==================== design 1
## src/rtl/regfile_wb_arbiter.sv

```systemverilog
// Shares the RegFile write port: W stage wins with zero latency, long-unit results wait >=1 cycle in a FIFO.
// lu_ready drops only when the FIFO is full; pipe_hold asks the pipeline for bubbles once the FIFO head starves.
module regfile_wb_arbiter #(
  parameter int FIFO_DEPTH   = 2,
  parameter int STARVE_LIMIT = 4
) (
  input  logic        clk,
  input  logic        rst,
  input  logic        pipe_w_ena,
  input  logic [4:0]  pipe_w_addr,
  input  logic [31:0] pipe_w_data,
  input  logic        lu_issue,
  input  logic [4:0]  lu_issue_addr,
  input  logic        lu_valid,
  input  logic [4:0]  lu_addr,
  input  logic [31:0] lu_data,
  output logic        lu_ready,
  input  logic [4:0]  rd_rs_addr,
  input  logic [4:0]  rd_rt_addr,
  output logic        hazard_stall,
  output logic        pipe_hold,
  output logic        rf_w_ena,
  output logic [4:0]  rf_w_addr,
  output logic [31:0] rf_w_data
);
  localparam int PW = $clog2(FIFO_DEPTH);
  localparam int SW = $clog2(STARVE_LIMIT + 1);
  localparam logic [PW:0]   DEPTH_C = (PW + 1)'(FIFO_DEPTH);
  localparam logic [SW-1:0] LIMIT_C = SW'(STARVE_LIMIT);

  typedef struct packed {
    logic [4:0]  addr;
    logic [31:0] data;
  } wb_t;

  wb_t           mem [FIFO_DEPTH];
  logic [PW-1:0] rd_ptr;
  logic [PW-1:0] wr_ptr;
  logic [PW:0]   count;
  logic [31:0]   busy;
  logic [31:0]   busy_nxt;
  logic [SW-1:0] starve_cnt;
  wb_t           head;
  logic          fifo_nempty;
  logic          push;
  logic          pop;
  logic          rs_wait;
  logic          rt_wait;

  assign head        = mem[rd_ptr];
  assign fifo_nempty = (count != '0);
  assign lu_ready    = !rst && (count < DEPTH_C);
  assign push        = lu_valid && lu_ready;
  assign pop         = !rst && !pipe_w_ena && fifo_nempty;

  always_comb begin
    rf_w_ena  = 1'b0;
    rf_w_addr = '0;
    rf_w_data = '0;
    if (!rst) begin
      if (pipe_w_ena) begin
        rf_w_ena  = 1'b1;
        rf_w_addr = pipe_w_addr;
        rf_w_data = pipe_w_data;
      end else if (fifo_nempty) begin
        rf_w_ena  = 1'b1;
        rf_w_addr = head.addr;
        rf_w_data = head.data;
      end
    end
  end

  // A register being popped this cycle is not a hazard: the RegFile forwards the write to its read ports.
  assign rs_wait      = (rd_rs_addr != 5'd0) && busy[rd_rs_addr] && !(pop && head.addr == rd_rs_addr);
  assign rt_wait      = (rd_rt_addr != 5'd0) && busy[rd_rt_addr] && !(pop && head.addr == rd_rt_addr);
  assign hazard_stall = !rst && (rs_wait || rt_wait);
  assign pipe_hold    = !rst && (starve_cnt == LIMIT_C);

  // Issue is applied after the pop clear so a same-cycle set of the same register wins.
  always_comb begin
    busy_nxt = busy;
    if (pop) busy_nxt[head.addr] = 1'b0;
    if (lu_issue && lu_issue_addr != 5'd0) busy_nxt[lu_issue_addr] = 1'b1;
    busy_nxt[0] = 1'b0;
  end

  always_ff @(posedge clk) begin
    if (push) mem[wr_ptr] <= {lu_addr, lu_data};
  end

  always_ff @(posedge clk) begin
    if (rst) begin
      rd_ptr     <= '0;
      wr_ptr     <= '0;
      count      <= '0;
      busy       <= '0;
      starve_cnt <= '0;
    end else begin
      if (push) wr_ptr <= wr_ptr + 1'b1;
      if (pop)  rd_ptr <= rd_ptr + 1'b1;
      if (push && !pop)      count <= count + 1'b1;
      else if (pop && !push) count <= count - 1'b1;
      busy <= busy_nxt;
      if (pop || !fifo_nempty)                         starve_cnt <= '0;
      else if (pipe_w_ena && starve_cnt != LIMIT_C)   starve_cnt <= starve_cnt + 1'b1;
    end
  end
endmodule

```

## config.mk

```make
export PLATFORM = sky130hd
export DESIGN_NAME = regfile_wb_arbiter
export DESIGN_NICKNAME = d
export VERILOG_FILES = /design/src/rtl/regfile_wb_arbiter.sv
export SDC_FILE = /design/constraint.sdc
export NUM_CORES = 1
export LEC_CHECK = 0
export CORE_MARGIN = 3
export CORE_UTILIZATION = 29
export CTS_BUF_LIST = sky130_fd_sc_hd__clkbuf_16
export CTS_CLUSTER_DIAMETER = 120
export DETAILED_ROUTE_END_ITERATION = 7
export PLACE_DENSITY_LB_ADDON = 0.1
export SLEW_MARGIN = 10
export SYNTH_ARGS = -nofsm -noshare
export SYNTH_HDL_FRONTEND = slang
export SYNTH_SLANG_ARGS = --single-unit
```

## constraint.sdc

```tcl
create_clock -name clk -period 3.45 [get_ports clk]
set_clock_uncertainty 0.15 [all_clocks]
set_input_delay 0.69 -clock clk [delete_from_list [all_inputs] [get_ports clk]]
set_output_delay 0.69 -clock clk [all_outputs]
set_load 0.05 [all_outputs]
```

==================== design 2
## src/rtl/ifetch_unit_if.sv

```systemverilog
// ============================================================================
// Module   : ifetch_unit_if
// Purpose  : Bundles the EX-stage redirect inputs, BRAM port and IF/ID outputs
//            of the instruction-fetch stage.
// Revision : 1.0
// ============================================================================
`default_nettype none

interface ifetch_unit_if;
  logic        stall;
  logic        ex_branch;
  logic        ex_zero;
  logic        ex_jal;
  logic        ex_jalr;
  logic [31:0] ex_pc;
  logic [31:0] ex_imm32;
  logic [31:0] ex_rs1;
  logic [31:0] imem_addr;
  logic [31:0] imem_rdata;
  logic [31:0] pc;
  logic        redirect;
  logic [31:0] if_id_pc;
  logic [31:0] if_id_inst;
  logic [31:0] if_id_pc4;
  logic        if_id_valid;
  logic [31:0] redirect_cnt;
  logic [31:0] fetch_cnt;

  modport slave (
    input  stall, ex_branch, ex_zero, ex_jal, ex_jalr, ex_pc, ex_imm32, ex_rs1,
           imem_rdata,
    output imem_addr, pc, redirect, if_id_pc, if_id_inst, if_id_pc4,
           if_id_valid, redirect_cnt, fetch_cnt
  );

  modport master (
    output stall, ex_branch, ex_zero, ex_jal, ex_jalr, ex_pc, ex_imm32, ex_rs1,
           imem_rdata,
    input  imem_addr, pc, redirect, if_id_pc, if_id_inst, if_id_pc4,
           if_id_valid, redirect_cnt, fetch_cnt
  );
endinterface

`default_nettype wire

```

## src/rtl/ifetch_unit.sv

```systemverilog
// ============================================================================
// Module   : ifetch_unit
// Purpose  : PC register, BRAM address generation, EX redirects and the IF/ID
//            pipeline register with stall/flush handling.
// Revision : 1.0
// ============================================================================
`default_nettype none

module ifetch_unit #(
  parameter logic [31:0] RESET_PC = 32'h0000_0000
) (
  input  wire logic         clk,
  input  wire logic         rst,
  ifetch_unit_if.slave      fetch_if
);

  logic [31:0] pc_q;
  logic [31:0] pc_d;
  logic [31:0] if_id_pc_q;
  logic [31:0] if_id_inst_q;
  logic [31:0] if_id_pc4_q;
  logic        if_id_valid_q;
  logic [31:0] redirect_cnt_q;
  logic [31:0] fetch_cnt_q;

  logic        w_take;
  logic        w_redirect;
  logic [31:0] w_target;
  logic [31:0] w_pc_plus4;

  assign w_take     = fetch_if.ex_jal | fetch_if.ex_jalr |
                      (fetch_if.ex_branch & fetch_if.ex_zero);
  assign w_redirect = w_take & ~rst;
  assign w_pc_plus4 = pc_q + 32'd4;

  // JALR wins if both jump flags are raised; only bit 0 is cleared.
  assign w_target = fetch_if.ex_jalr
                  ? ((fetch_if.ex_rs1 + fetch_if.ex_imm32) & 32'hFFFF_FFFE)
                  : (fetch_if.ex_pc + fetch_if.ex_imm32);

  // The BRAM address is always the next PC, so imem_rdata tracks pc_q.
  always_comb begin
    pc_d = w_pc_plus4;
    if (rst)                 pc_d = RESET_PC;
    else if (w_redirect)     pc_d = w_target;
    else if (fetch_if.stall) pc_d = pc_q;
  end

  always_ff @(posedge clk) begin
    if (rst) begin
      pc_q           <= RESET_PC;
      if_id_pc_q     <= 32'd0;
      if_id_inst_q   <= 32'd0;
      if_id_pc4_q    <= 32'd0;
      if_id_valid_q  <= 1'b0;
      redirect_cnt_q <= 32'd0;
      fetch_cnt_q    <= 32'd0;
    end else if (w_redirect) begin
      pc_q           <= pc_d;
      if_id_valid_q  <= 1'b0;
      redirect_cnt_q <= redirect_cnt_q + 32'd1;
    end else if (!fetch_if.stall) begin
      pc_q          <= pc_d;
      if_id_pc_q    <= pc_q;
      if_id_inst_q  <= fetch_if.imem_rdata;
      if_id_pc4_q   <= w_pc_plus4;
      if_id_valid_q <= 1'b1;
      fetch_cnt_q   <= fetch_cnt_q + 32'd1;
    end
  end

  assign fetch_if.imem_addr    = pc_d;
  assign fetch_if.pc           = pc_q;
  assign fetch_if.redirect     = w_redirect;
  assign fetch_if.if_id_pc     = if_id_pc_q;
  assign fetch_if.if_id_inst   = if_id_inst_q;
  assign fetch_if.if_id_pc4    = if_id_pc4_q;
  assign fetch_if.if_id_valid  = if_id_valid_q;
  assign fetch_if.redirect_cnt = redirect_cnt_q;
  assign fetch_if.fetch_cnt    = fetch_cnt_q;

endmodule

`default_nettype wire

```

## src/flat_wrapper.sv

```systemverilog
// flat-port wrapper written by rule: the top's interface ports become plain ports
module ifetch_unit_flat 
#(
  parameter logic [31:0] RESET_PC = 32'h0000_0000
)
  (clk, rst, fetch_if_stall, fetch_if_ex_branch, fetch_if_ex_zero, fetch_if_ex_jal, fetch_if_ex_jalr, fetch_if_ex_pc, fetch_if_ex_imm32, fetch_if_ex_rs1, fetch_if_imem_rdata, fetch_if_imem_addr, fetch_if_pc, fetch_if_redirect, fetch_if_if_id_pc, fetch_if_if_id_inst, fetch_if_if_id_pc4, fetch_if_if_id_valid, fetch_if_redirect_cnt, fetch_if_fetch_cnt);
  ifetch_unit_if fetch_if_i ();
  input  wire logic clk;
  input  wire logic rst;
  input wire logic [$bits(fetch_if_i.stall)-1:0] fetch_if_stall;
  input wire logic [$bits(fetch_if_i.ex_branch)-1:0] fetch_if_ex_branch;
  input wire logic [$bits(fetch_if_i.ex_zero)-1:0] fetch_if_ex_zero;
  input wire logic [$bits(fetch_if_i.ex_jal)-1:0] fetch_if_ex_jal;
  input wire logic [$bits(fetch_if_i.ex_jalr)-1:0] fetch_if_ex_jalr;
  input wire logic [$bits(fetch_if_i.ex_pc)-1:0] fetch_if_ex_pc;
  input wire logic [$bits(fetch_if_i.ex_imm32)-1:0] fetch_if_ex_imm32;
  input wire logic [$bits(fetch_if_i.ex_rs1)-1:0] fetch_if_ex_rs1;
  input wire logic [$bits(fetch_if_i.imem_rdata)-1:0] fetch_if_imem_rdata;
  output wire logic [$bits(fetch_if_i.imem_addr)-1:0] fetch_if_imem_addr;
  output wire logic [$bits(fetch_if_i.pc)-1:0] fetch_if_pc;
  output wire logic [$bits(fetch_if_i.redirect)-1:0] fetch_if_redirect;
  output wire logic [$bits(fetch_if_i.if_id_pc)-1:0] fetch_if_if_id_pc;
  output wire logic [$bits(fetch_if_i.if_id_inst)-1:0] fetch_if_if_id_inst;
  output wire logic [$bits(fetch_if_i.if_id_pc4)-1:0] fetch_if_if_id_pc4;
  output wire logic [$bits(fetch_if_i.if_id_valid)-1:0] fetch_if_if_id_valid;
  output wire logic [$bits(fetch_if_i.redirect_cnt)-1:0] fetch_if_redirect_cnt;
  output wire logic [$bits(fetch_if_i.fetch_cnt)-1:0] fetch_if_fetch_cnt;
  assign fetch_if_i.stall = fetch_if_stall;
  assign fetch_if_i.ex_branch = fetch_if_ex_branch;
  assign fetch_if_i.ex_zero = fetch_if_ex_zero;
  assign fetch_if_i.ex_jal = fetch_if_ex_jal;
  assign fetch_if_i.ex_jalr = fetch_if_ex_jalr;
  assign fetch_if_i.ex_pc = fetch_if_ex_pc;
  assign fetch_if_i.ex_imm32 = fetch_if_ex_imm32;
  assign fetch_if_i.ex_rs1 = fetch_if_ex_rs1;
  assign fetch_if_i.imem_rdata = fetch_if_imem_rdata;
  assign fetch_if_imem_addr = fetch_if_i.imem_addr;
  assign fetch_if_pc = fetch_if_i.pc;
  assign fetch_if_redirect = fetch_if_i.redirect;
  assign fetch_if_if_id_pc = fetch_if_i.if_id_pc;
  assign fetch_if_if_id_inst = fetch_if_i.if_id_inst;
  assign fetch_if_if_id_pc4 = fetch_if_i.if_id_pc4;
  assign fetch_if_if_id_valid = fetch_if_i.if_id_valid;
  assign fetch_if_redirect_cnt = fetch_if_i.redirect_cnt;
  assign fetch_if_fetch_cnt = fetch_if_i.fetch_cnt;
  ifetch_unit #(.RESET_PC(RESET_PC)) u_core (.clk(clk), .rst(rst), .fetch_if(fetch_if_i));
endmodule
```

## config.mk

```make
export PLATFORM = sky130hd
export DESIGN_NAME = ifetch_unit_flat
export DESIGN_NICKNAME = d
export VERILOG_FILES = /design/src/rtl/ifetch_unit_if.sv /design/src/rtl/ifetch_unit.sv /design/src/flat_wrapper.sv
export SDC_FILE = /design/constraint.sdc
export NUM_CORES = 1
export LEC_CHECK = 0
export ABC_AREA = 1
export CAP_MARGIN = 20
export CORE_ASPECT_RATIO = 0.75
export CORE_MARGIN = 2
export CORE_UTILIZATION = 50
export DETAILED_ROUTE_END_ITERATION = 7
export HOLD_SLACK_MARGIN = 0.06
export MAX_ROUTING_LAYER = met4
export PLACE_DENSITY = 0.79
export SYNTH_ARGS = -nofsm -noshare
export SYNTH_HDL_FRONTEND = slang
export SYNTH_SLANG_ARGS = --single-unit
```

## constraint.sdc

```tcl
create_clock -name clk -period 4.15 [get_ports clk]
set_input_delay 0.83 -clock clk [delete_from_list [all_inputs] [get_ports clk]]
set_output_delay 0.83 -clock clk [all_outputs]
set_load 0.05 [all_outputs]
```

==================== design 3
$ cat src/rtl/afifo_rd_packer.sv
// Read-domain packer: pops DSIZE-bit words from an async FIFO and packs RATIO of them
// into one wide beat on a single-stage registered valid/ready stream, with flush support.
module afifo_rd_packer #(
  parameter int unsigned DSIZE = 8,
  parameter int unsigned RATIO = 4
) (
  input  logic                            rclk,
  input  logic                            rrst_n,
  input  logic                            rempty,
  input  logic [DSIZE-1:0]                rdata,
  output logic                            rinc,
  input  logic                            flush,
  output logic                            m_valid,
  input  logic                            m_ready,
  output logic [DSIZE*RATIO-1:0]          m_data,
  output logic [$clog2(RATIO):0]          m_cnt,
  output logic [$clog2(RATIO)-1:0]        pend_cnt
);

  localparam int unsigned OSIZE = DSIZE * RATIO;
  localparam int unsigned CW    = $clog2(RATIO) + 1;
  localparam int unsigned IW    = $clog2(RATIO);

  typedef enum logic {FILL, FLUSH_WAIT} state_t;

  state_t           state, state_n;
  logic [IW-1:0]    idx, idx_n;
  logic [OSIZE-1:0] lanes, lanes_n, filled;
  logic [OSIZE-1:0] m_data_n;
  logic [CW-1:0]    m_cnt_n, fill_cnt;
  logic             m_valid_n;
  logic             out_free, last_lane;

  assign out_free  = !m_valid || m_ready;
  assign last_lane = (idx == IW'(RATIO - 1));
  // A word that would complete a beat is only popped when the output slot can take it.
  assign rinc      = rrst_n && !rempty && (state == FILL) && (!last_lane || out_free);
  assign pend_cnt  = idx;

  always_comb begin
    state_n   = state;
    idx_n     = idx;
    lanes_n   = lanes;
    m_valid_n = m_valid && !m_ready;
    m_data_n  = m_data;
    m_cnt_n   = m_cnt;
    filled    = lanes;
    fill_cnt  = CW'(idx) + CW'(rinc);
    if (rinc) filled[idx*DSIZE +: DSIZE] = rdata;

    case (state)
      FILL: begin
        if (rinc && last_lane) begin
          m_data_n  = {rdata, lanes[OSIZE-DSIZE-1:0]};
          m_cnt_n   = CW'(RATIO);
          m_valid_n = 1'b1;
          idx_n     = '0;
          lanes_n   = '0;
        end else begin
          if (rinc) begin
            lanes_n = filled;
            idx_n   = idx + IW'(1);
          end
          // Flush emits whatever is held (including a same-edge pop); empty beats never go out.
          if (flush && (fill_cnt != '0)) begin
            if (out_free) begin
              m_data_n  = filled;
              m_cnt_n   = fill_cnt;
              m_valid_n = 1'b1;
              idx_n     = '0;
              lanes_n   = '0;
            end else begin
              state_n = FLUSH_WAIT;
            end
          end
        end
      end
      FLUSH_WAIT: begin
        if (out_free) begin
          m_data_n  = lanes;
          m_cnt_n   = CW'(idx);
          m_valid_n = 1'b1;
          idx_n     = '0;
          lanes_n   = '0;
          state_n   = FILL;
        end
      end
      default: state_n = FILL;
    endcase
  end

  always_ff @(posedge rclk) begin
    if (!rrst_n) begin
      state   <= FILL;
      idx     <= '0;
      lanes   <= '0;
      m_valid <= 1'b0;
      m_data  <= '0;
      m_cnt   <= '0;
    end else begin
      state   <= state_n;
      idx     <= idx_n;
      lanes   <= lanes_n;
      m_valid <= m_valid_n;
      m_data  <= m_data_n;
      m_cnt   <= m_cnt_n;
    end
  end

endmodule
$ cat config.mk
export PLATFORM = sky130hd
export DESIGN_NAME = afifo_rd_packer
export DESIGN_NICKNAME = d
export VERILOG_FILES = /design/src/rtl/afifo_rd_packer.sv
export SDC_FILE = /design/constraint.sdc
export NUM_CORES = 1
export LEC_CHECK = 0
export CORE_UTILIZATION = 54
export CTS_CLUSTER_DIAMETER = 80
export DETAILED_ROUTE_END_ITERATION = 16
export PLACE_DENSITY = 0.79
export SKIP_CTS_REPAIR_TIMING = 1
export SLEW_MARGIN = 30
export SYNTH_ARGS = -nofsm -noshare
export SYNTH_HDL_FRONTEND = slang
export SYNTH_SLANG_ARGS = --single-unit
$ cat constraint.sdc
create_clock -name rclk -period 3.4 [get_ports rclk]
set_input_delay 0.68 -clock rclk [delete_from_list [all_inputs] [get_ports rclk]]
set_output_delay 0.68 -clock rclk [all_outputs]
set_load 0.02 [all_outputs]
==================== design 4
## config.mk

```make
export PLATFORM = sky130hd
export DESIGN_NAME = uart_tx_fifo
export DESIGN_NICKNAME = d
export VERILOG_FILES = /design/src/rtl/uart_tx_fifo.sv
export SDC_FILE = /design/constraint.sdc
export NUM_CORES = 1
export LEC_CHECK = 0
export CORE_MARGIN = 2
export CORE_UTILIZATION = 45
export DETAILED_ROUTE_END_ITERATION = 8
export SYNTH_ARGS = -nofsm -noshare
export SYNTH_HDL_FRONTEND = slang
export SYNTH_SLANG_ARGS = --single-unit
```

## constraint.sdc

```tcl
create_clock -name clk -period 5.25 [get_ports clk]
set_input_delay 1.05 -clock clk [delete_from_list [all_inputs] [get_ports clk]]
set_output_delay 1.05 -clock clk [all_outputs]
set_load 0.01 [all_outputs]
```

## src/rtl/uart_tx_fifo.sv

```systemverilog
// Byte FIFO feeding uart_tx: buffers processor stores and launches one
// transmission at a time, waiting for uart_tx completion between bytes.
module uart_tx_fifo #(
    parameter int DEPTH = 16,
    parameter int AW    = 4
) (
    input  logic          clk,
    input  logic          rst_n,
    input  logic          wr_en_i,
    input  logic [7:0]    wr_data_i,
    output logic          full_o,
    output logic          empty_o,
    output logic [AW:0]   count_o,
    output logic          ovf_o,
    input  logic          ovf_clr_i,
    output logic          tx_start_o,
    output logic [7:0]    tx_byte_o,
    input  logic          tx_active_i,
    input  logic          tx_done_i
);

    typedef enum logic [1:0] {
        IDLE      = 2'd0,
        START     = 2'd1,
        WAIT_DONE = 2'd2
    } state_e;

    localparam logic [AW:0] DEPTH_C = (AW+1)'(DEPTH);

    state_e        state_q;
    logic [7:0]    mem_q [DEPTH];
    logic [AW-1:0] wptr_q;
    logic [AW-1:0] rptr_q;
    logic [AW:0]   count_q;
    logic [AW:0]   count_d;
    logic          ovf_q;
    logic          ovf_d;
    logic          tx_start_q;
    logic [7:0]    tx_byte_q;

    logic          full_s;
    logic          empty_s;
    logic          push_s;
    logic          pop_s;

    // Flags come from the registered count only, so wr_en has no path to them.
    assign full_s  = (count_q == DEPTH_C);
    assign empty_s = (count_q == {(AW+1){1'b0}});
    assign push_s  = wr_en_i & ~full_s;
    assign pop_s   = (state_q == IDLE) & ~empty_s & ~tx_active_i;

    assign full_o     = full_s;
    assign empty_o    = empty_s;
    assign count_o    = count_q;
    assign ovf_o      = ovf_q;
    assign tx_start_o = tx_start_q;
    assign tx_byte_o  = tx_byte_q;

    // Next occupancy and overflow flag; a dropped push beats a clear.
    always_comb begin
        count_d = count_q;
        ovf_d   = ovf_q;
        if (push_s && !pop_s) begin
            count_d = count_q + (AW+1)'(1);
        end else if (pop_s && !push_s) begin
            count_d = count_q - (AW+1)'(1);
        end else begin
            count_d = count_q;
        end
        if (wr_en_i && full_s) begin
            ovf_d = 1'b1;
        end else if (ovf_clr_i) begin
            ovf_d = 1'b0;
        end else begin
            ovf_d = ovf_q;
        end
    end

    // Storage array; contents are don't-care after reset.
    always_ff @(posedge clk) begin
        if (push_s) begin
            mem_q[wptr_q] <= wr_data_i;
        end
    end

    // Write side bookkeeping.
    always_ff @(posedge clk or negedge rst_n) begin
        if (!rst_n) begin
            wptr_q  <= {AW{1'b0}};
            count_q <= {(AW+1){1'b0}};
            ovf_q   <= 1'b0;
        end else begin
            count_q <= count_d;
            ovf_q   <= ovf_d;
            if (push_s) begin
                wptr_q <= wptr_q + AW'(1);
            end
        end
    end

    // Transmit sequencer: pop in IDLE, pulse start, then hold until tx_done.
    always_ff @(posedge clk or negedge rst_n) begin
        if (!rst_n) begin
            state_q    <= IDLE;
            rptr_q     <= {AW{1'b0}};
            tx_start_q <= 1'b0;
            tx_byte_q  <= 8'h00;
        end else begin
            case (state_q)
                IDLE: begin
                    tx_start_q <= 1'b0;
                    if (pop_s) begin
                        tx_byte_q  <= mem_q[rptr_q];
                        rptr_q     <= rptr_q + AW'(1);
                        tx_start_q <= 1'b1;
                        state_q    <= START;
                    end
                end
                START: begin
                    tx_start_q <= 1'b0;
                    state_q    <= WAIT_DONE;
                end
                WAIT_DONE: begin
                    tx_start_q <= 1'b0;
                    if (tx_done_i) begin
                        state_q <= IDLE;
                    end
                end
                default: begin
                    tx_start_q <= 1'b0;
                    state_q    <= IDLE;
                end
            endcase
        end
    end

endmodule
```

==> design_4/port_nets.png <==
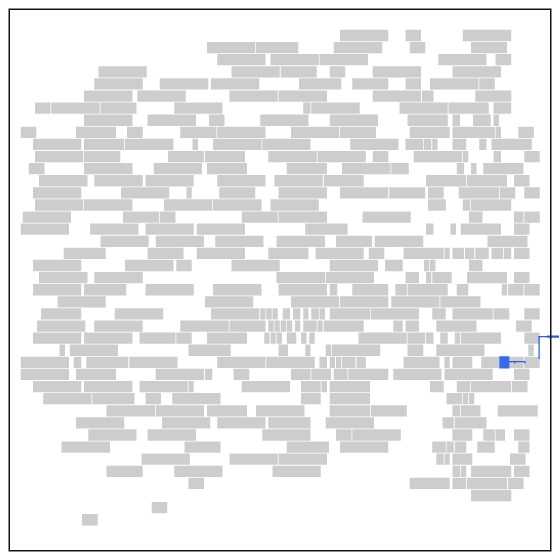
| color | port | bits | direction | edge | end cells | wire |
|---|---|---|---|---|---|---|
| blue | full_o | 1 | output | east | 1 | 11.4 um |

==> deck_impl_summary.md, design 4 <==
Run Summary

Run status
  • Run status: finished clean

Cells and area
  • Sequential portion of the cell area: 0.619
  • Leading cell kind: flip-flops and latches
  • Sequential cell count: 153
  • Fill count: 1049
  • Final Non-Filler Cells: 545

Placed design
  • Post-placement cell area: 6630 um^2

Synthesis
  • Floorplan Nets: 343
  • Synth unique cells: 36
  • Post-Syn Instances: 319
  • Largest area contributor in the synthesized netlist: edfxtp_1

GRT
  • Vias in the first global route: 3076
  • Met1 Usage GRT: 0.244
  • Global Route met2 Usage: 0.271

Floorplan
  • Initial Util: 0.464

Critical path
  • WP buf/inv: 1
  • FF-to-FF End: count_o[4]$_DFFE_PN0P_
  • Arr. time, crit path: 2.13 ns

Timing
  • Hold Slack: 0.482 ns

Power and ir drop
  • Switch share: 0.288
==> design 4: cells by family (layout without fill, tap and decap cells) <==
family          Yosys count  count (layout)  share of synthesized area
compound gates           21              21                     0.0216
xor+xnor                 10              10                     0.0141
fa+ha+maj                10              10                     0.0214
buf+inv                  20              70                     0.0230
flops                   153             153                      0.721
mux                      57              57                      0.164
simple gates             48              48                     0.0339
==> design 4: state kept, by name, indices dropped and copies added (netlist names) <==
name        flops
wptr_q          4
tx_byte_o       8
state_q         2
mem_q         128
tx_start_o      1
count_o         5
ovf_o           1
rptr_q          4
==> design_2/clock_map.png <==
The bar under the picture is 50 um long.
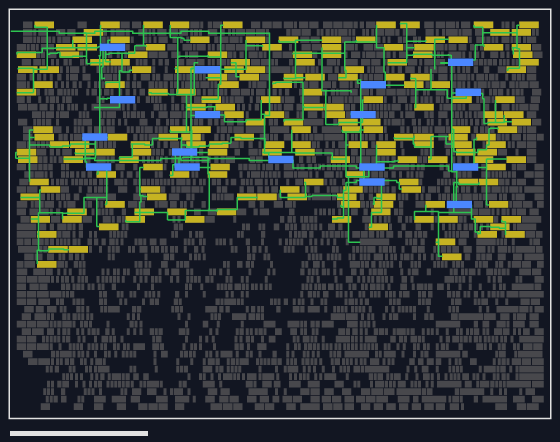
[green] clock wires | length: 2280 um
[blue] cells driving clock nets | count: 17
[yellow] flip-flops | count: 191
routed clock nets: 18

==> deck_impl_summary.md, design 2 <==
Run Summary

Synthesis
  • Sequential-to-total area share from yosys stat: 0.276
  • Post-synth regs: 191
  • Post-Syn Area: 13900 um^2
  • EDFF count, synth: 0

Floorplan
  • Chip Height: 148 um
  • Chip area: 29100 um^2

Cells and area
  • Final instance area: 19300 um^2
  • Most numerous logic cell after layout: nand2_1
  • Finished Core Util: 0.710
  • Top Layout Cells: nand2_1, inv_1, clkdlybuf4s50_1
  • Final Net Count: 2932
  • Fill count: 2310

Critical path
  • R2R Setup Slk: 1.87 ns
  • Crit-path slowest cell: clkdlybuf4s50_1
  • Critical path origin: fetch_if_ex_imm32[13]
  • Crit path DRT: 3.32 ns
  • Worst-path fanout max: 5
  • Kind of end point of the critical path: output port

Route
  • Routed wire length: 53900 um
  • Iteration-0 DRC Markers: 1571

Power and ir drop
  • Sw Pwr: 0.00231 W
  • Combinational Power Share: 0.370
  • Clock Power Share: 0.294
  • Comb pwr: 0.00225 W

GRT
  • Largest net degree at the start of global routing: 130
  • Global Route met2 Usage: 0.562
  • Total congestion overflow: 0

Placed design
  • Inst Count DP: 3062

Clocking
  • Clock sink count: 191
  • Hold Buf Count CTS: 0

Worst hold path
  • HP Start: u_core.fetch_if.if_id_pc[2]$_SDFFE_PP0P_
  • Worst Hold Path EP: u_core.fetch_if.if_id_pc[2]$_SDFFE_PP0P_

Timing
  • Unrepaired setup endpoints after global routing: true

Run status
  • Run status: finished clean
-- design 2: synthesized netlist by cell type (2+ instances only) --
library cell	number
a2111oi_1	2
a21oi_1	171
and2_1	2
and3_1	4
buf_1	7
buf_2	25
buf_4	4
clkbuf_1	28
dfxtp_1	191
fa_1	2
ha_1	64
inv_1	373
inv_2	3
nand2_1	709
nand3_1	152
nand3_2	5
nand3b_1	6
nand4_1	29
nand4_2	2
nor2_1	300
nor2_2	6
nor2_4	4
nor3_1	37
nor3_2	5
nor4_1	8
o211a_1	4
o211ai_1	8
o21a_1	3
o21ai_0	126
o21bai_1	6
or2_2	17
xnor2_1	8
xor2_1	28
==> design_3/gate_families.png <==
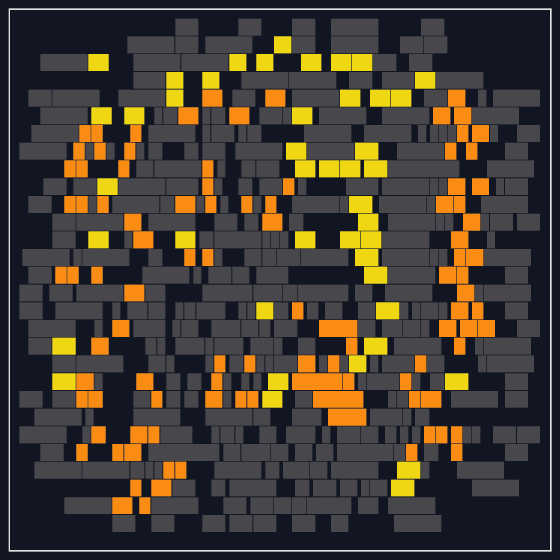
| color | family | cells | most used |
|---|---|---|---|
| orange | inverting AOI/OAI gates | 99 | o21ai_0 |
| yellow | AND-OR and OR-AND gates | 44 | a22o_1 |

==> design_3/clock_map.png <==
The bar under the picture is 20 um long.
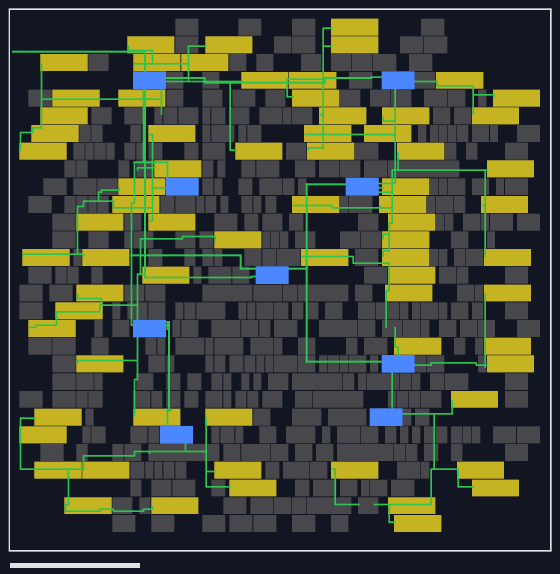
[green] clock wires | length: 851 um
[blue] cells driving clock nets | count: 9
[yellow] flip-flops | count: 71
routed clock nets: 10

==> deck_impl_summary.md, design 3 <==
Run Summary

Route
  • Vias: 3267
  • Met3 Wirelength: 648 um
  • DR vias/cell: 6.14

Worst hold path
  • Hold WC Path Type: reg -> reg
  • HP Start: m_data[4]$_SDFFE_PN0P_

Clocking
  • Clock sink count: 71

Timing
  • Sum Neg Setup Slack: 0 ns
  • Final hold violations: 0
  • Hold Slack: 0.456 ns
  • Fin Clk Skew: 0.00676 ns
  • Max Clk Rate: 327 MHz

Floorplan
  • Io pins: 52
  • Initial Util: 0.559
  • Core area: 6310 um^2

Power and ir drop
  • Combinational Power Share: 0.164
  • Comb pwr: 0.000320 W
  • P_int: 0.00141 W
  • P_clk: 0.000747 W
  • Clock Power Share: 0.384

Synthesis
  • Ys async rst share: 0
  • Largest area contributor in the synthesized netlist: dfxtp_1
  • Post-Syn Instances: 386
  • Biggest area cells: dfxtp_1, nand2_1, a22o_1, o21ai_0, a21oi_1

Cells and area
  • Share of cells above drive strength 1: 0.136
  • Fill count: 518
  • Final Non-Filler Cells: 532

Critical path
  • R2R Setup Slk: 0.71 ns
  • Critical path depth: 10
  • Crit path to: lanes[18]$_SDFFE_PN0P_
  • Crit path DRT: 3.69 ns

GRT
  • Vias in the first global route: 3016

Placed design
  • Inst Count DP: 516
  • Pre-CTS WS: 0.0141 ns

Run status
  • Run status: finished clean
## design 3: layout make-up
class	count	area, um^2	share of cell area
Inverter	3	11.3	0.00257
Timing Repair Buffer	72	668	0.153
Clock buffer	10	128	0.0292
Multi-Input combinational cell	293	1960	0.447
Tap cell	77	96.3	0.0220
Sequential cell	71	1420	0.325
Clock inverter	6	93.8	0.0215
## design 3: cell families after synthesis
group	synth area share
multiplexers	0.0198
adder cells (fa/ha/maj)	0.0283
AND-OR/OR-AND	0.296
buffers and inverters	0.0439
flip-flops	0.402
AND/OR/NAND/NOR	0.209
==> design_1/metal_stack.png <==
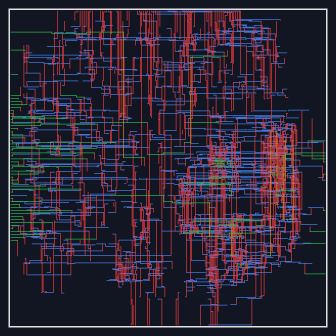
| color | layer | wire length |
|---|---|---|
| blue | met1 | 6410 um |
| red | met2 | 7660 um |
| green | met3 | 1100 um |
| orange | met4 | 297 um |
gr usage total: 0.154
DR WL/cell: 17.5 um
routed wire length: 15500 um
vias: 4376

==> design_1/port_nets.png <==
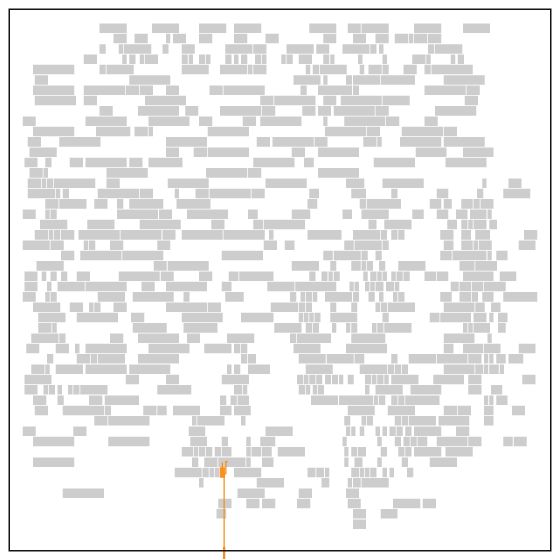
| color | port | bits | direction | edge | end cells | wire |
|---|---|---|---|---|---|---|
| orange | rf_w_ena | 1 | output | south | 1 | 26.2 um |
Port Buffers: 134
io pins: 135

==> deck_impl_summary.md, design 1 <==
Run Summary

Placed design
  • Detailed Place HPWL: 11300 um

Power and ir drop
  • Comb pwr: 0.000897 W
  • Seq power: 0.00155 W

Clocking
  • Gates resized, CTS repair: 8
  • Worst-path clk slew: 0.05 ns

Synthesis
  • Sequential-to-total area share from yosys stat: 0.559
  • Comb area leader: multiplexers

Timing
  • Fin worst setup slack: 0.117 ns
  • Slew of the pin with the lowest slew margin: 0.747 ns
  • Sum Neg Setup Slack: 0 ns

Run status
  • Run status: finished clean

Cells and area
  • Number of non-clock buffers in the layout: 163
  • MI comb cells: 340
  • Non-clock buffer share: 0.249
  • Biggest regs: mem (74), busy (31), starve_cnt (3)
  • Diodes inserted: 0

Route
  • Drt first pass iters: 4

GRT
  • Initial antenna violation count: 0
design 1: path summary, 6_finish.rpt:
path                               from             endpoint  slack [ns]  depth (start not counted)
hold reg to reg     busy[16]$_SDFF_PP0_  busy[16]$_SDFF_PP0_        0.35                          2
setup reg to reg  count[1]$_SDFFE_PP0P_  busy[15]$_SDFF_PP0_        1.32                          7
hold / removal      busy[16]$_SDFF_PP0_  busy[16]$_SDFF_PP0_        0.35                          2
setup / recovery          rd_rs_addr[3]         hazard_stall        0.12                          7

==================== design 5
==> design_5/port_nets.png <==
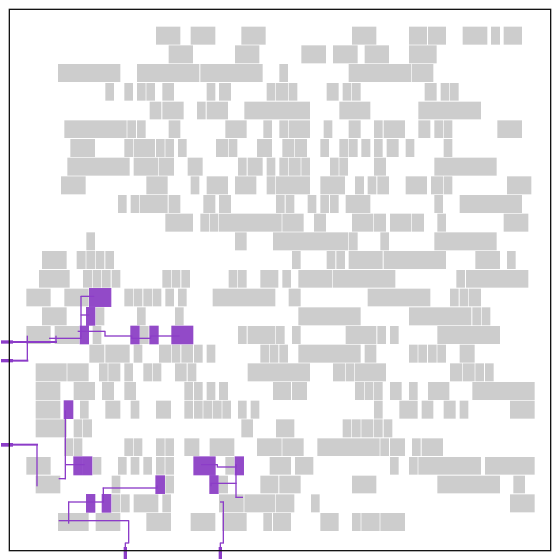

$ cat config.mk
export PLATFORM = sky130hd
export DESIGN_NAME = hazard_ctrl
export DESIGN_NICKNAME = d
export VERILOG_FILES = /design/src/rtl/hazard_ctrl.sv
export SDC_FILE = /design/constraint.sdc
export NUM_CORES = 1
export LEC_CHECK = 0
export ABC_AREA = 1
export CAP_MARGIN = 20
export CORE_MARGIN = 2
export CORE_UTILIZATION = 35
export DETAILED_ROUTE_END_ITERATION = 6
export GPL_TIMING_DRIVEN = 0
export PLACE_DENSITY_LB_ADDON = 0.05
export SLEW_MARGIN = 15
export SYNTH_ARGS = -nofsm -noshare
export SYNTH_HDL_FRONTEND = slang
export SYNTH_SLANG_ARGS = --single-unit
$ cat constraint.sdc
create_clock -name CLOCK -period 2.1 [get_ports CLOCK]
set_input_delay 0.21 -clock CLOCK [delete_from_list [all_inputs] [get_ports CLOCK]]
set_output_delay 0.21 -clock CLOCK [all_outputs]
set_load 0.02 [all_outputs]
$ cat src/rtl/hazard_ctrl.sv
// hazard_ctrl: stall/flush/forward control for the five-stage pipeline.
// Define HAZARD_FORWARD_EN to enable EX-stage forwarding; otherwise RAW hazards stall in ID.
module hazard_ctrl #(
  parameter int unsigned MEM_WAIT_MAX = 15,
  parameter int unsigned CNT_W        = 16
) (
  input  logic             CLOCK,
  input  logic             RESET_N,
  input  logic [4:0]       RsD,
  input  logic [4:0]       RtD,
  input  logic [4:0]       RsE,
  input  logic [4:0]       RtE,
  input  logic [4:0]       WriteRegE,
  input  logic [4:0]       WriteRegM,
  input  logic [4:0]       WriteRegW,
  input  logic             RegWriteE,
  input  logic             RegWriteM,
  input  logic             RegWriteW,
  input  logic             MemtoRegE,
  input  logic             MemAccessM,
  input  logic             MemReadyM,
  input  logic             PCSrcM,
  output logic             StallF,
  output logic             StallD,
  output logic             StallE,
  output logic             StallM,
  output logic             FlushD,
  output logic             FlushE,
  output logic             FlushM,
  output logic             FlushW,
  output logic [1:0]       ForwardAE,
  output logic [1:0]       ForwardBE,
  output logic [CNT_W-1:0] StallCnt,
  output logic             MemErr
);

  localparam int unsigned WAIT_W  = 8;
  localparam int unsigned WAIT_EW = WAIT_W + 1;

  typedef enum logic {RUN, MEM_WAIT} state_t;

  state_t            state, state_nxt;
  logic [WAIT_W-1:0] wait_cnt, wait_cnt_nxt;
  logic [WAIT_EW-1:0] wait_inc;
  logic              mem_err_set;
  logic              load_use, data_stall, mem_wait_req, timeout;

  assign load_use = RegWriteE & MemtoRegE & (WriteRegE != 5'd0) &
                    ((WriteRegE == RsD) | (WriteRegE == RtD));

`ifdef HAZARD_FORWARD_EN
  function automatic logic [1:0] fwd_sel(input logic [4:0] src,
                                         input logic       wr_m,
                                         input logic [4:0] dst_m,
                                         input logic       wr_w,
                                         input logic [4:0] dst_w);
    if (wr_m && (dst_m != 5'd0) && (dst_m == src))      return 2'b10;
    else if (wr_w && (dst_w != 5'd0) && (dst_w == src)) return 2'b01;
    else                                                return 2'b00;
  endfunction

  assign data_stall = load_use;
  assign ForwardAE  = fwd_sel(RsE, RegWriteM, WriteRegM, RegWriteW, WriteRegW) & {2{RESET_N}};
  assign ForwardBE  = fwd_sel(RtE, RegWriteM, WriteRegM, RegWriteW, WriteRegW) & {2{RESET_N}};
`else
  // Without bypassing, any in-flight E/M producer of an ID source must drain first.
  logic raw_e, raw_m, unused_fwd;
  assign raw_e = RegWriteE & (WriteRegE != 5'd0) & ((WriteRegE == RsD) | (WriteRegE == RtD));
  assign raw_m = RegWriteM & (WriteRegM != 5'd0) & ((WriteRegM == RsD) | (WriteRegM == RtD));
  assign data_stall = load_use | raw_e | raw_m;
  assign ForwardAE  = 2'b00;
  assign ForwardBE  = 2'b00;
  assign unused_fwd = ^{RsE, RtE, WriteRegW, RegWriteW};
`endif

  assign mem_wait_req = MemAccessM & ~MemReadyM;
  assign wait_inc     = {1'b0, wait_cnt} + WAIT_EW'(1);
  assign timeout      = (wait_inc >= WAIT_EW'(MEM_WAIT_MAX));

  // Next-state and stall/flush decode; everything forced low while in reset.
  always_comb begin
    state_nxt    = state;
    wait_cnt_nxt = wait_cnt;
    mem_err_set  = 1'b0;
    StallF = 1'b0; StallD = 1'b0; StallE = 1'b0; StallM = 1'b0;
    FlushD = 1'b0; FlushE = 1'b0; FlushM = 1'b0; FlushW = 1'b0;
    case (state)
      RUN: begin
        if (mem_wait_req) begin
          StallF = 1'b1; StallD = 1'b1; StallE = 1'b1; StallM = 1'b1; FlushW = 1'b1;
          state_nxt    = MEM_WAIT;
          wait_cnt_nxt = WAIT_W'(1);
        end else if (PCSrcM) begin
          FlushD = 1'b1; FlushE = 1'b1; FlushM = 1'b1;
        end else if (data_stall) begin
          StallF = 1'b1; StallD = 1'b1; FlushE = 1'b1;
        end
      end
      MEM_WAIT: begin
        StallF = 1'b1; StallD = 1'b1; StallE = 1'b1; StallM = 1'b1; FlushW = 1'b1;
        wait_cnt_nxt = wait_inc[WAIT_W-1:0];
        if (MemReadyM) begin
          state_nxt    = RUN;
          wait_cnt_nxt = '0;
        end else if (timeout) begin
          mem_err_set  = 1'b1;
          state_nxt    = RUN;
          wait_cnt_nxt = '0;
        end
      end
      default: state_nxt = RUN;
    endcase
    if (!RESET_N) begin
      StallF = 1'b0; StallD = 1'b0; StallE = 1'b0; StallM = 1'b0;
      FlushD = 1'b0; FlushE = 1'b0; FlushM = 1'b0; FlushW = 1'b0;
    end
  end

  // State, wait counter, saturating stall counter and sticky timeout flag.
  always_ff @(posedge CLOCK or negedge RESET_N) begin
    if (!RESET_N) begin
      state    <= RUN;
      wait_cnt <= '0;
      StallCnt <= '0;
      MemErr   <= 1'b0;
    end else begin
      state    <= state_nxt;
      wait_cnt <= wait_cnt_nxt;
      MemErr   <= MemErr | mem_err_set;
      if (StallF && (StallCnt != {CNT_W{1'b1}}))
        StallCnt <= StallCnt + CNT_W'(1);
    end
  end

endmodule

==================== design 6
[src/rtl/ifetch_pkg.sv]
// Shared definitions for the instruction fetch stage: XLEN, FSM encoding,
// reset NOP and the buffered-entry layout.
package ifetch_pkg;

  localparam int MXLEN = 32;

  localparam logic [31:0] INSN_NOP = 32'h0000_0013;

  typedef enum logic [1:0] {
    IF_IDLE = 2'd0,
    IF_BUSY = 2'd1,
    IF_DROP = 2'd2
  } if_state_e;

  typedef struct packed {
    logic [31:0]      word;
    logic [MXLEN-1:0] pc;
    logic             fault;
  } ibuf_entry_t;

endpackage

[src/rtl/ifetch_buf.sv]
// Two-entry instruction buffer. The head entry is kept in its own register
// so the decoder-facing outputs hold their last value once the buffer empties.
module ifetch_buf
  import ifetch_pkg::*;
#(
  parameter logic [31:0] RST_NOP = INSN_NOP
) (
  input  logic             CLK,
  input  logic             RST,
  input  logic             i_push,
  input  logic             i_pop,
  input  logic             i_clear,
  input  logic [31:0]      i_word,
  input  logic [MXLEN-1:0] i_pc,
  input  logic             i_fault,
  output logic [1:0]       o_count,
  output logic [31:0]      o_word,
  output logic [MXLEN-1:0] o_pc,
  output logic             o_fault
);

  ibuf_entry_t r_mem [2];
  ibuf_entry_t r_head;
  ibuf_entry_t w_in;
  ibuf_entry_t w_head_nxt;
  logic        r_wr_ptr;
  logic        r_rd_ptr;
  logic [1:0]  r_count;
  logic        w_push;
  logic        w_pop;
  logic        w_rd_nxt;
  logic [1:0]  w_cnt_nxt;
  logic        w_head_load;

  // Clear cancels any same-cycle push or pop; pop is ignored when empty.
  always_comb begin
    w_in        = '{word: i_word, pc: i_pc, fault: i_fault};
    w_push      = i_push & ~i_clear;
    w_pop       = i_pop & ~i_clear & (r_count != 2'd0);
    w_rd_nxt    = w_pop ? ~r_rd_ptr : r_rd_ptr;
    w_cnt_nxt   = r_count + {1'b0, w_push} - {1'b0, w_pop};
    // Next head is the incoming word when it lands in the slot the read
    // pointer will be on, otherwise the stored entry at that slot.
    w_head_nxt  = (w_push && (r_wr_ptr == w_rd_nxt)) ? w_in : r_mem[w_rd_nxt];
    w_head_load = ~i_clear & (w_cnt_nxt != 2'd0);
  end

  // Pointer and occupancy tracking.
  always_ff @(posedge CLK or posedge RST) begin
    if (RST) begin
      r_wr_ptr <= 1'b0;
      r_rd_ptr <= 1'b0;
      r_count  <= 2'd0;
    end else if (i_clear) begin
      r_wr_ptr <= 1'b0;
      r_rd_ptr <= 1'b0;
      r_count  <= 2'd0;
    end else begin
      if (w_push) r_wr_ptr <= ~r_wr_ptr;
      if (w_pop)  r_rd_ptr <= ~r_rd_ptr;
      r_count <= w_cnt_nxt;
    end
  end

  // Storage write; data slots carry no reset.
  always_ff @(posedge CLK) begin
    if (w_push) r_mem[r_wr_ptr] <= w_in;
  end

  // Registered head entry, held while the buffer is empty.
  always_ff @(posedge CLK or posedge RST) begin
    if (RST) begin
      r_head <= '{word: RST_NOP, pc: '0, fault: 1'b0};
    end else if (w_head_load) begin
      r_head <= w_head_nxt;
    end
  end

  assign o_count = r_count;
  assign o_word  = r_head.word;
  assign o_pc    = r_head.pc;
  assign o_fault = r_head.fault;

endmodule

[src/rtl/ifetch.sv]
// Instruction fetch: one outstanding request/grant/response read at a time,
// results queued in a 2-entry buffer, flush drops everything in flight.
module ifetch
  import ifetch_pkg::*;
#(
  parameter int unsigned IBUF_DEPTH = 2,
  parameter logic [31:0] RST_NOP    = INSN_NOP
) (
  input  logic             CLK,
  input  logic             RST,
  input  logic [MXLEN-1:0] pc_val,
  output logic             pc_advance,
  input  logic             flush,
  output logic             imem_req,
  output logic [MXLEN-1:0] imem_addr,
  input  logic             imem_gnt,
  input  logic             imem_rvalid,
  input  logic [31:0]      imem_rdata,
  input  logic             imem_err,
  output logic             instr_valid,
  output logic [31:0]      instr,
  output logic [MXLEN-1:0] instr_pc,
  output logic             instr_fault,
  input  logic             instr_ready
);

  if_state_e        r_state;
  if_state_e        w_state_nxt;
  logic [MXLEN-1:0] r_req_pc;
  logic [1:0]       w_count;
  logic             w_req;
  logic             w_adv;
  logic             w_push;
  logic             w_pop;

  // FSM state register.
  always_ff @(posedge CLK or posedge RST) begin
    if (RST) r_state <= IF_IDLE;
    else     r_state <= w_state_nxt;
  end

  // Next state and request gating. A request is only raised from IDLE with a
  // free buffer slot, so the single outstanding response always fits.
  always_comb begin
    w_state_nxt = r_state;
    w_req       = 1'b0;
    w_adv       = 1'b0;
    w_push      = 1'b0;
    case (r_state)
      IF_IDLE: begin
        w_req = ~RST & ~flush & (w_count < 2'(IBUF_DEPTH));
        if (w_req && imem_gnt) begin
          w_adv       = 1'b1;
          w_state_nxt = IF_BUSY;
        end
      end
      IF_BUSY: begin
        if (flush) begin
          w_state_nxt = imem_rvalid ? IF_IDLE : IF_DROP;
        end else if (imem_rvalid) begin
          w_push      = 1'b1;
          w_state_nxt = IF_IDLE;
        end
      end
      IF_DROP: begin
        if (imem_rvalid) w_state_nxt = IF_IDLE;
      end
      default: w_state_nxt = IF_IDLE;
    endcase
  end

  // Address of the outstanding request, tagged onto its response.
  always_ff @(posedge CLK or posedge RST) begin
    if (RST)        r_req_pc <= '0;
    else if (w_adv) r_req_pc <= pc_val;
  end

  assign w_pop = instr_valid & instr_ready;

  ifetch_buf #(
    .RST_NOP (RST_NOP)
  ) u_buf (
    .CLK     (CLK),
    .RST     (RST),
    .i_push  (w_push),
    .i_pop   (w_pop),
    .i_clear (flush),
    .i_word  (imem_rdata),
    .i_pc    (r_req_pc),
    .i_fault (imem_err),
    .o_count (w_count),
    .o_word  (instr),
    .o_pc    (instr_pc),
    .o_fault (instr_fault)
  );

  assign instr_valid = (w_count != 2'd0);
  assign imem_req    = w_req;
  assign pc_advance  = w_adv;
  assign imem_addr   = pc_val;

endmodule

[config.mk]
export PLATFORM = sky130hd
export DESIGN_NAME = ifetch
export DESIGN_NICKNAME = d
export VERILOG_FILES = /design/src/rtl/ifetch_pkg.sv /design/src/rtl/ifetch_buf.sv /design/src/rtl/ifetch.sv
export SDC_FILE = /design/constraint.sdc
export NUM_CORES = 1
export LEC_CHECK = 0
export CAP_MARGIN = 25
export CORE_ASPECT_RATIO = 0.5
export CORE_MARGIN = 4
export CORE_UTILIZATION = 48
export DETAILED_ROUTE_END_ITERATION = 10
export HOLD_SLACK_MARGIN = 0.08
export PLACE_DENSITY_LB_ADDON = 0.25
export SLEW_MARGIN = 20
export SYNTH_ARGS = -nofsm -noshare
export SYNTH_HDL_FRONTEND = slang
export SYNTH_SLANG_ARGS = --single-unit
[constraint.sdc]
create_clock -name CLK -period 3.1 [get_ports CLK]
set_input_delay 0.62 -clock CLK [delete_from_list [all_inputs] [get_ports CLK]]
set_output_delay 0.62 -clock CLK [all_outputs]
set_load 0.02 [all_outputs]
==> design_6/clock_map.png <==
The bar under the picture is 50 um long.
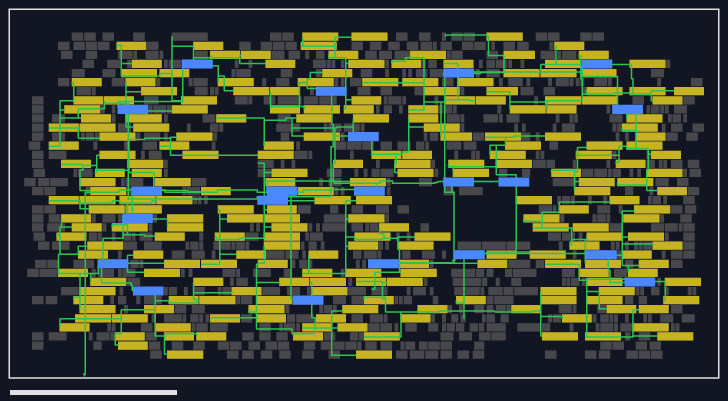
[blue] cells driving clock nets | count: 21
[green] clock wires | length: 2660 um
[yellow] flip-flops | count: 233
routed clock nets: 22
clock latency (worst-skew pair): 0.49 ns
P_clk: 0.00256 W
Fin Clk Skew: 0.0136 ns
Clock Power Share: 0.276

==> deck_impl_summary.md, design 6 <==
Run Summary

Clocking
  • CTS root buf: clkbuf_16
  • Clk buf depth: 3
  • Hold Buf Count CTS: 0
  • Gates resized, CTS repair: 1
  • CTS tree: done

Power and ir drop
  • Sequential cell fraction of total power: 0.460
  • Power Density: 739 nW/um^2
  • Switch share: 0.290

Critical path
  • Crit path DRT: 2.48 ns
  • Arr. time, crit path: 2.20 ns
  • Kind of end point of the critical path: output port
  • Top Family by Delay on Critical Path: buffers and inverters

Worst hold path
  • Worst hold path depth: 2
  • HP Start: u_buf.o_word[10]$_DFFE_PP0P_
  • Worst Hold Path EP: u_buf.o_word[10]$_DFFE_PP0P_

Synthesis
  • Main flop type: edfxtp_1
  • Floorplan Nets: 843
  • Largest area contributor in the synthesized netlist: edfxtp_1
  • Yosys warns: 0
  • Top-area cell share: 0.391
  • Multiplexer share: 0.116
  • Synth Area in Compound Gates: 0.0605

Cells and area
  • Inverter count of the layout excluding clock inverters: 5
  • Sequential portion of the cell area: 0.515
  • Final Non-Filler Cells: 1193
  • Most numerous logic cell after layout: nor2_1
  • Leading cell kind: flip-flops and latches
  • Gate Area: 2990 um^2

Placed design
  • Inst Count DP: 1155
  • Port Buffers: 170

Route
  • Drt first pass iters: 4
  • Wire length on met2: 10400 um

Floorplan
  • Core area: 20000 um^2
  • Io pins: 171
  • Initial Util: 0.501

Run status
  • Run status: finished clean

Timing
  • Final worst path period need: 2.82 ns

GRT
  • Largest net degree at the start of global routing: 83
design 6: worst reg2reg max path: cells and delay by family (launching register included):
family          cells  cell delay, ns
simple gates        2            0.51
fa+ha+maj           2            0.45
compound gates      2            0.45
flops               1            0.41
xor+xnor            2            0.40
buf+inv             2            0.31
design 6: kinds of logic (layout without fill, tap and decap cells):
| family | count (synthesis) | after routing |
|---|---|---|
| and+or+nand+nor | 279 | 279 |
| muxes | 97 | 97 |
| buffers and inverters | 84 | 241 |
| adders and majority gates | 2 | 2 |
| AOI/OAI and AO/OA | 70 | 70 |
| DFF | 233 | 233 |
| xor gates and xnor gates | 5 | 5 |
==> design_5/clock_map.png <==
The bar under the picture is 20 um long.
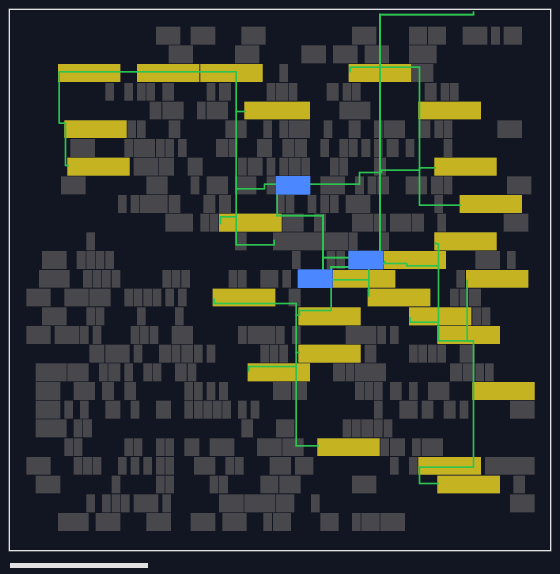
[green] clock wires | length: 380 um
[yellow] flip-flops | count: 26
[blue] cells driving clock nets | count: 3
flops lie: all over the die

Notes on design_5/port_nets.png above:
| color | port | bits | direction | edge | end cells | wire |
|---|---|---|---|---|---|---|
| purple | RtD | 5 | input | 3 west, 2 south | 15 | 121 um |
Port Buffers: 51
io pins: 73

==> deck_impl_summary.md, design 5 <==
Run Summary

Run status
  • Run status: finished clean

Synthesis
  • Multiplexer share: 0
  • XOR/XNOR Area Share: 0.0901
  • Simple-Gate Fraction of Synth Area: 0.396
  • Post-Syn Instances: 295
  • Post-Syn Area: 1940 um^2
  • Most common cell in the netlist: nand2_1

Placed design
  • Detailed Place HPWL: 3650 um

Cells and area
  • Number of non-clock buffers in the layout: 64
  • Top Layout Cells: nand2_1, clkdlybuf4s50_1, inv_1

Floorplan
  • Tap cells: 72

Timing
  • Max Clk Rate: 518 MHz
  • Cycle use final: 0.920

Power and ir drop
  • P_int: 0.00109 W

Job
  • Tool Warnings: 44

Critical path
  • Cell mode on critical path: nand2_1
  • Largest stage delay, worst path: 0.54 ns
  • Arr. time, crit path: 1.72 ns

Clocking
  • Clk buf depth: 2
-- design 5: layer usage --
| metal | share of wire | track usage |
|---|---|---|
| met5 | 0 | 0 |
| met4 | 0.010 | 0.0368 |
| met3 | 0.025 | 0.0195 |
| met2 | 0.47 | 0.259 |
| met1 | 0.49 | 0.210 |
-- design 5: timing repair --
item / in CTS / in global routing
endpoints found under the hold margin: 26 / 0
pin swaps: 1 / 0
hold buffers: 2 / 0
gates cloned: 0 / 0
gates resized: 13 / 12
endpoints found under the setup margin: 8 / 14
setup buffers: 1 / 0

==> screenshots <==
The clock network.
image #1
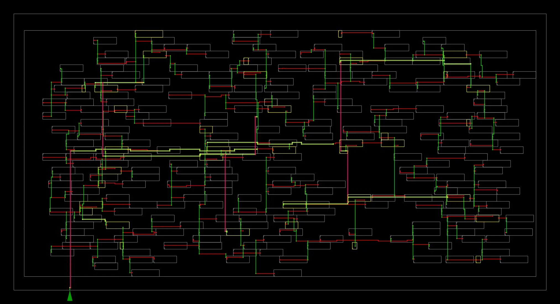
image #2
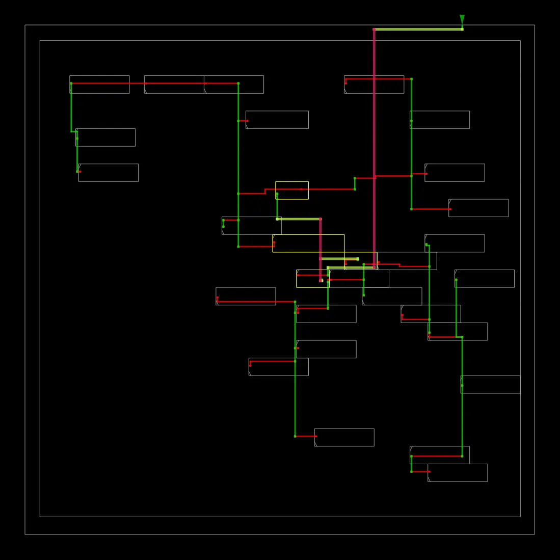
- most sequential cells: image #1
- most clock buffers: image #1
| from | picture |
|---|---|
| design 5 | image #2 |
| design 6 | image #1 |



## Gallery

The clock network.
panel A
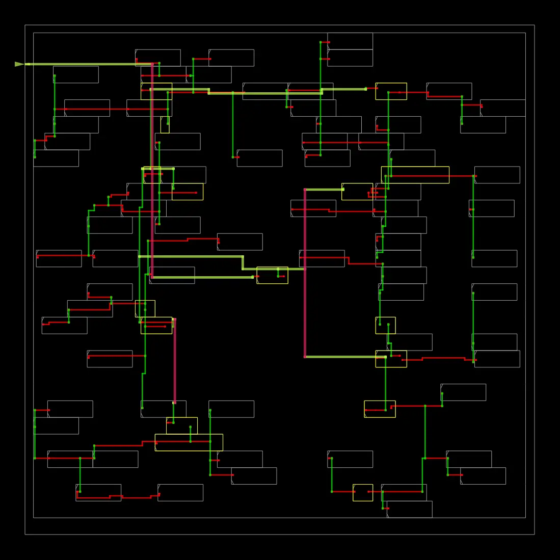
panel B
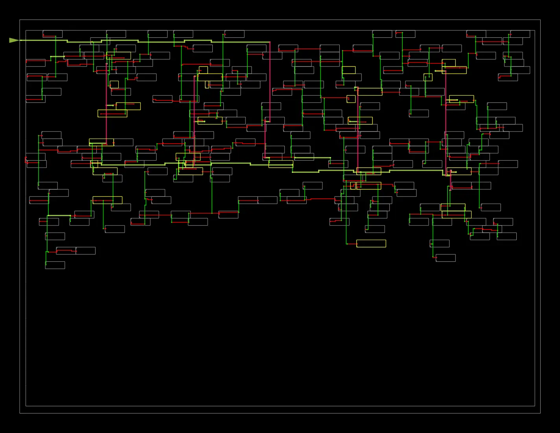
panel C
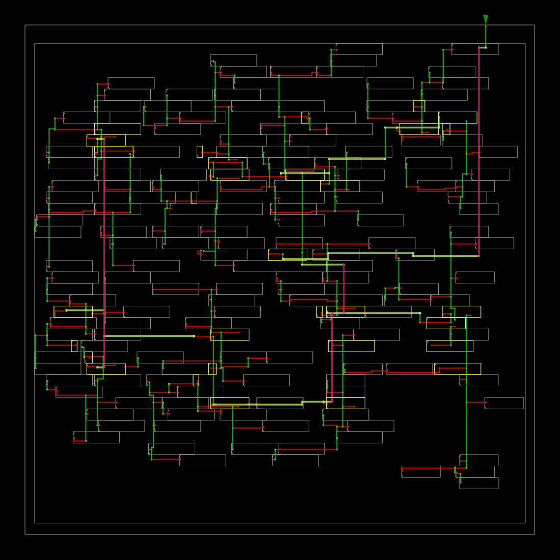
panel D
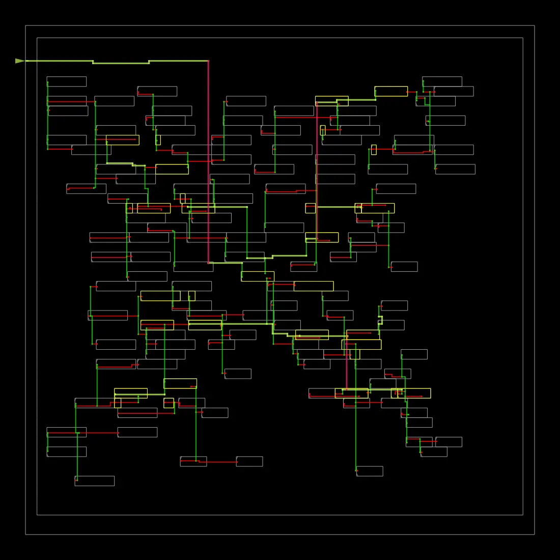
Panel C comes from design 4.
Panel D comes from design 1.
Panel B comes from design 2.
Panel A comes from design 3.
- most sequential cells: panel B
- fewest sequential cells: panel A

No activity file was given, so power comes from the tool's default toggle rates.
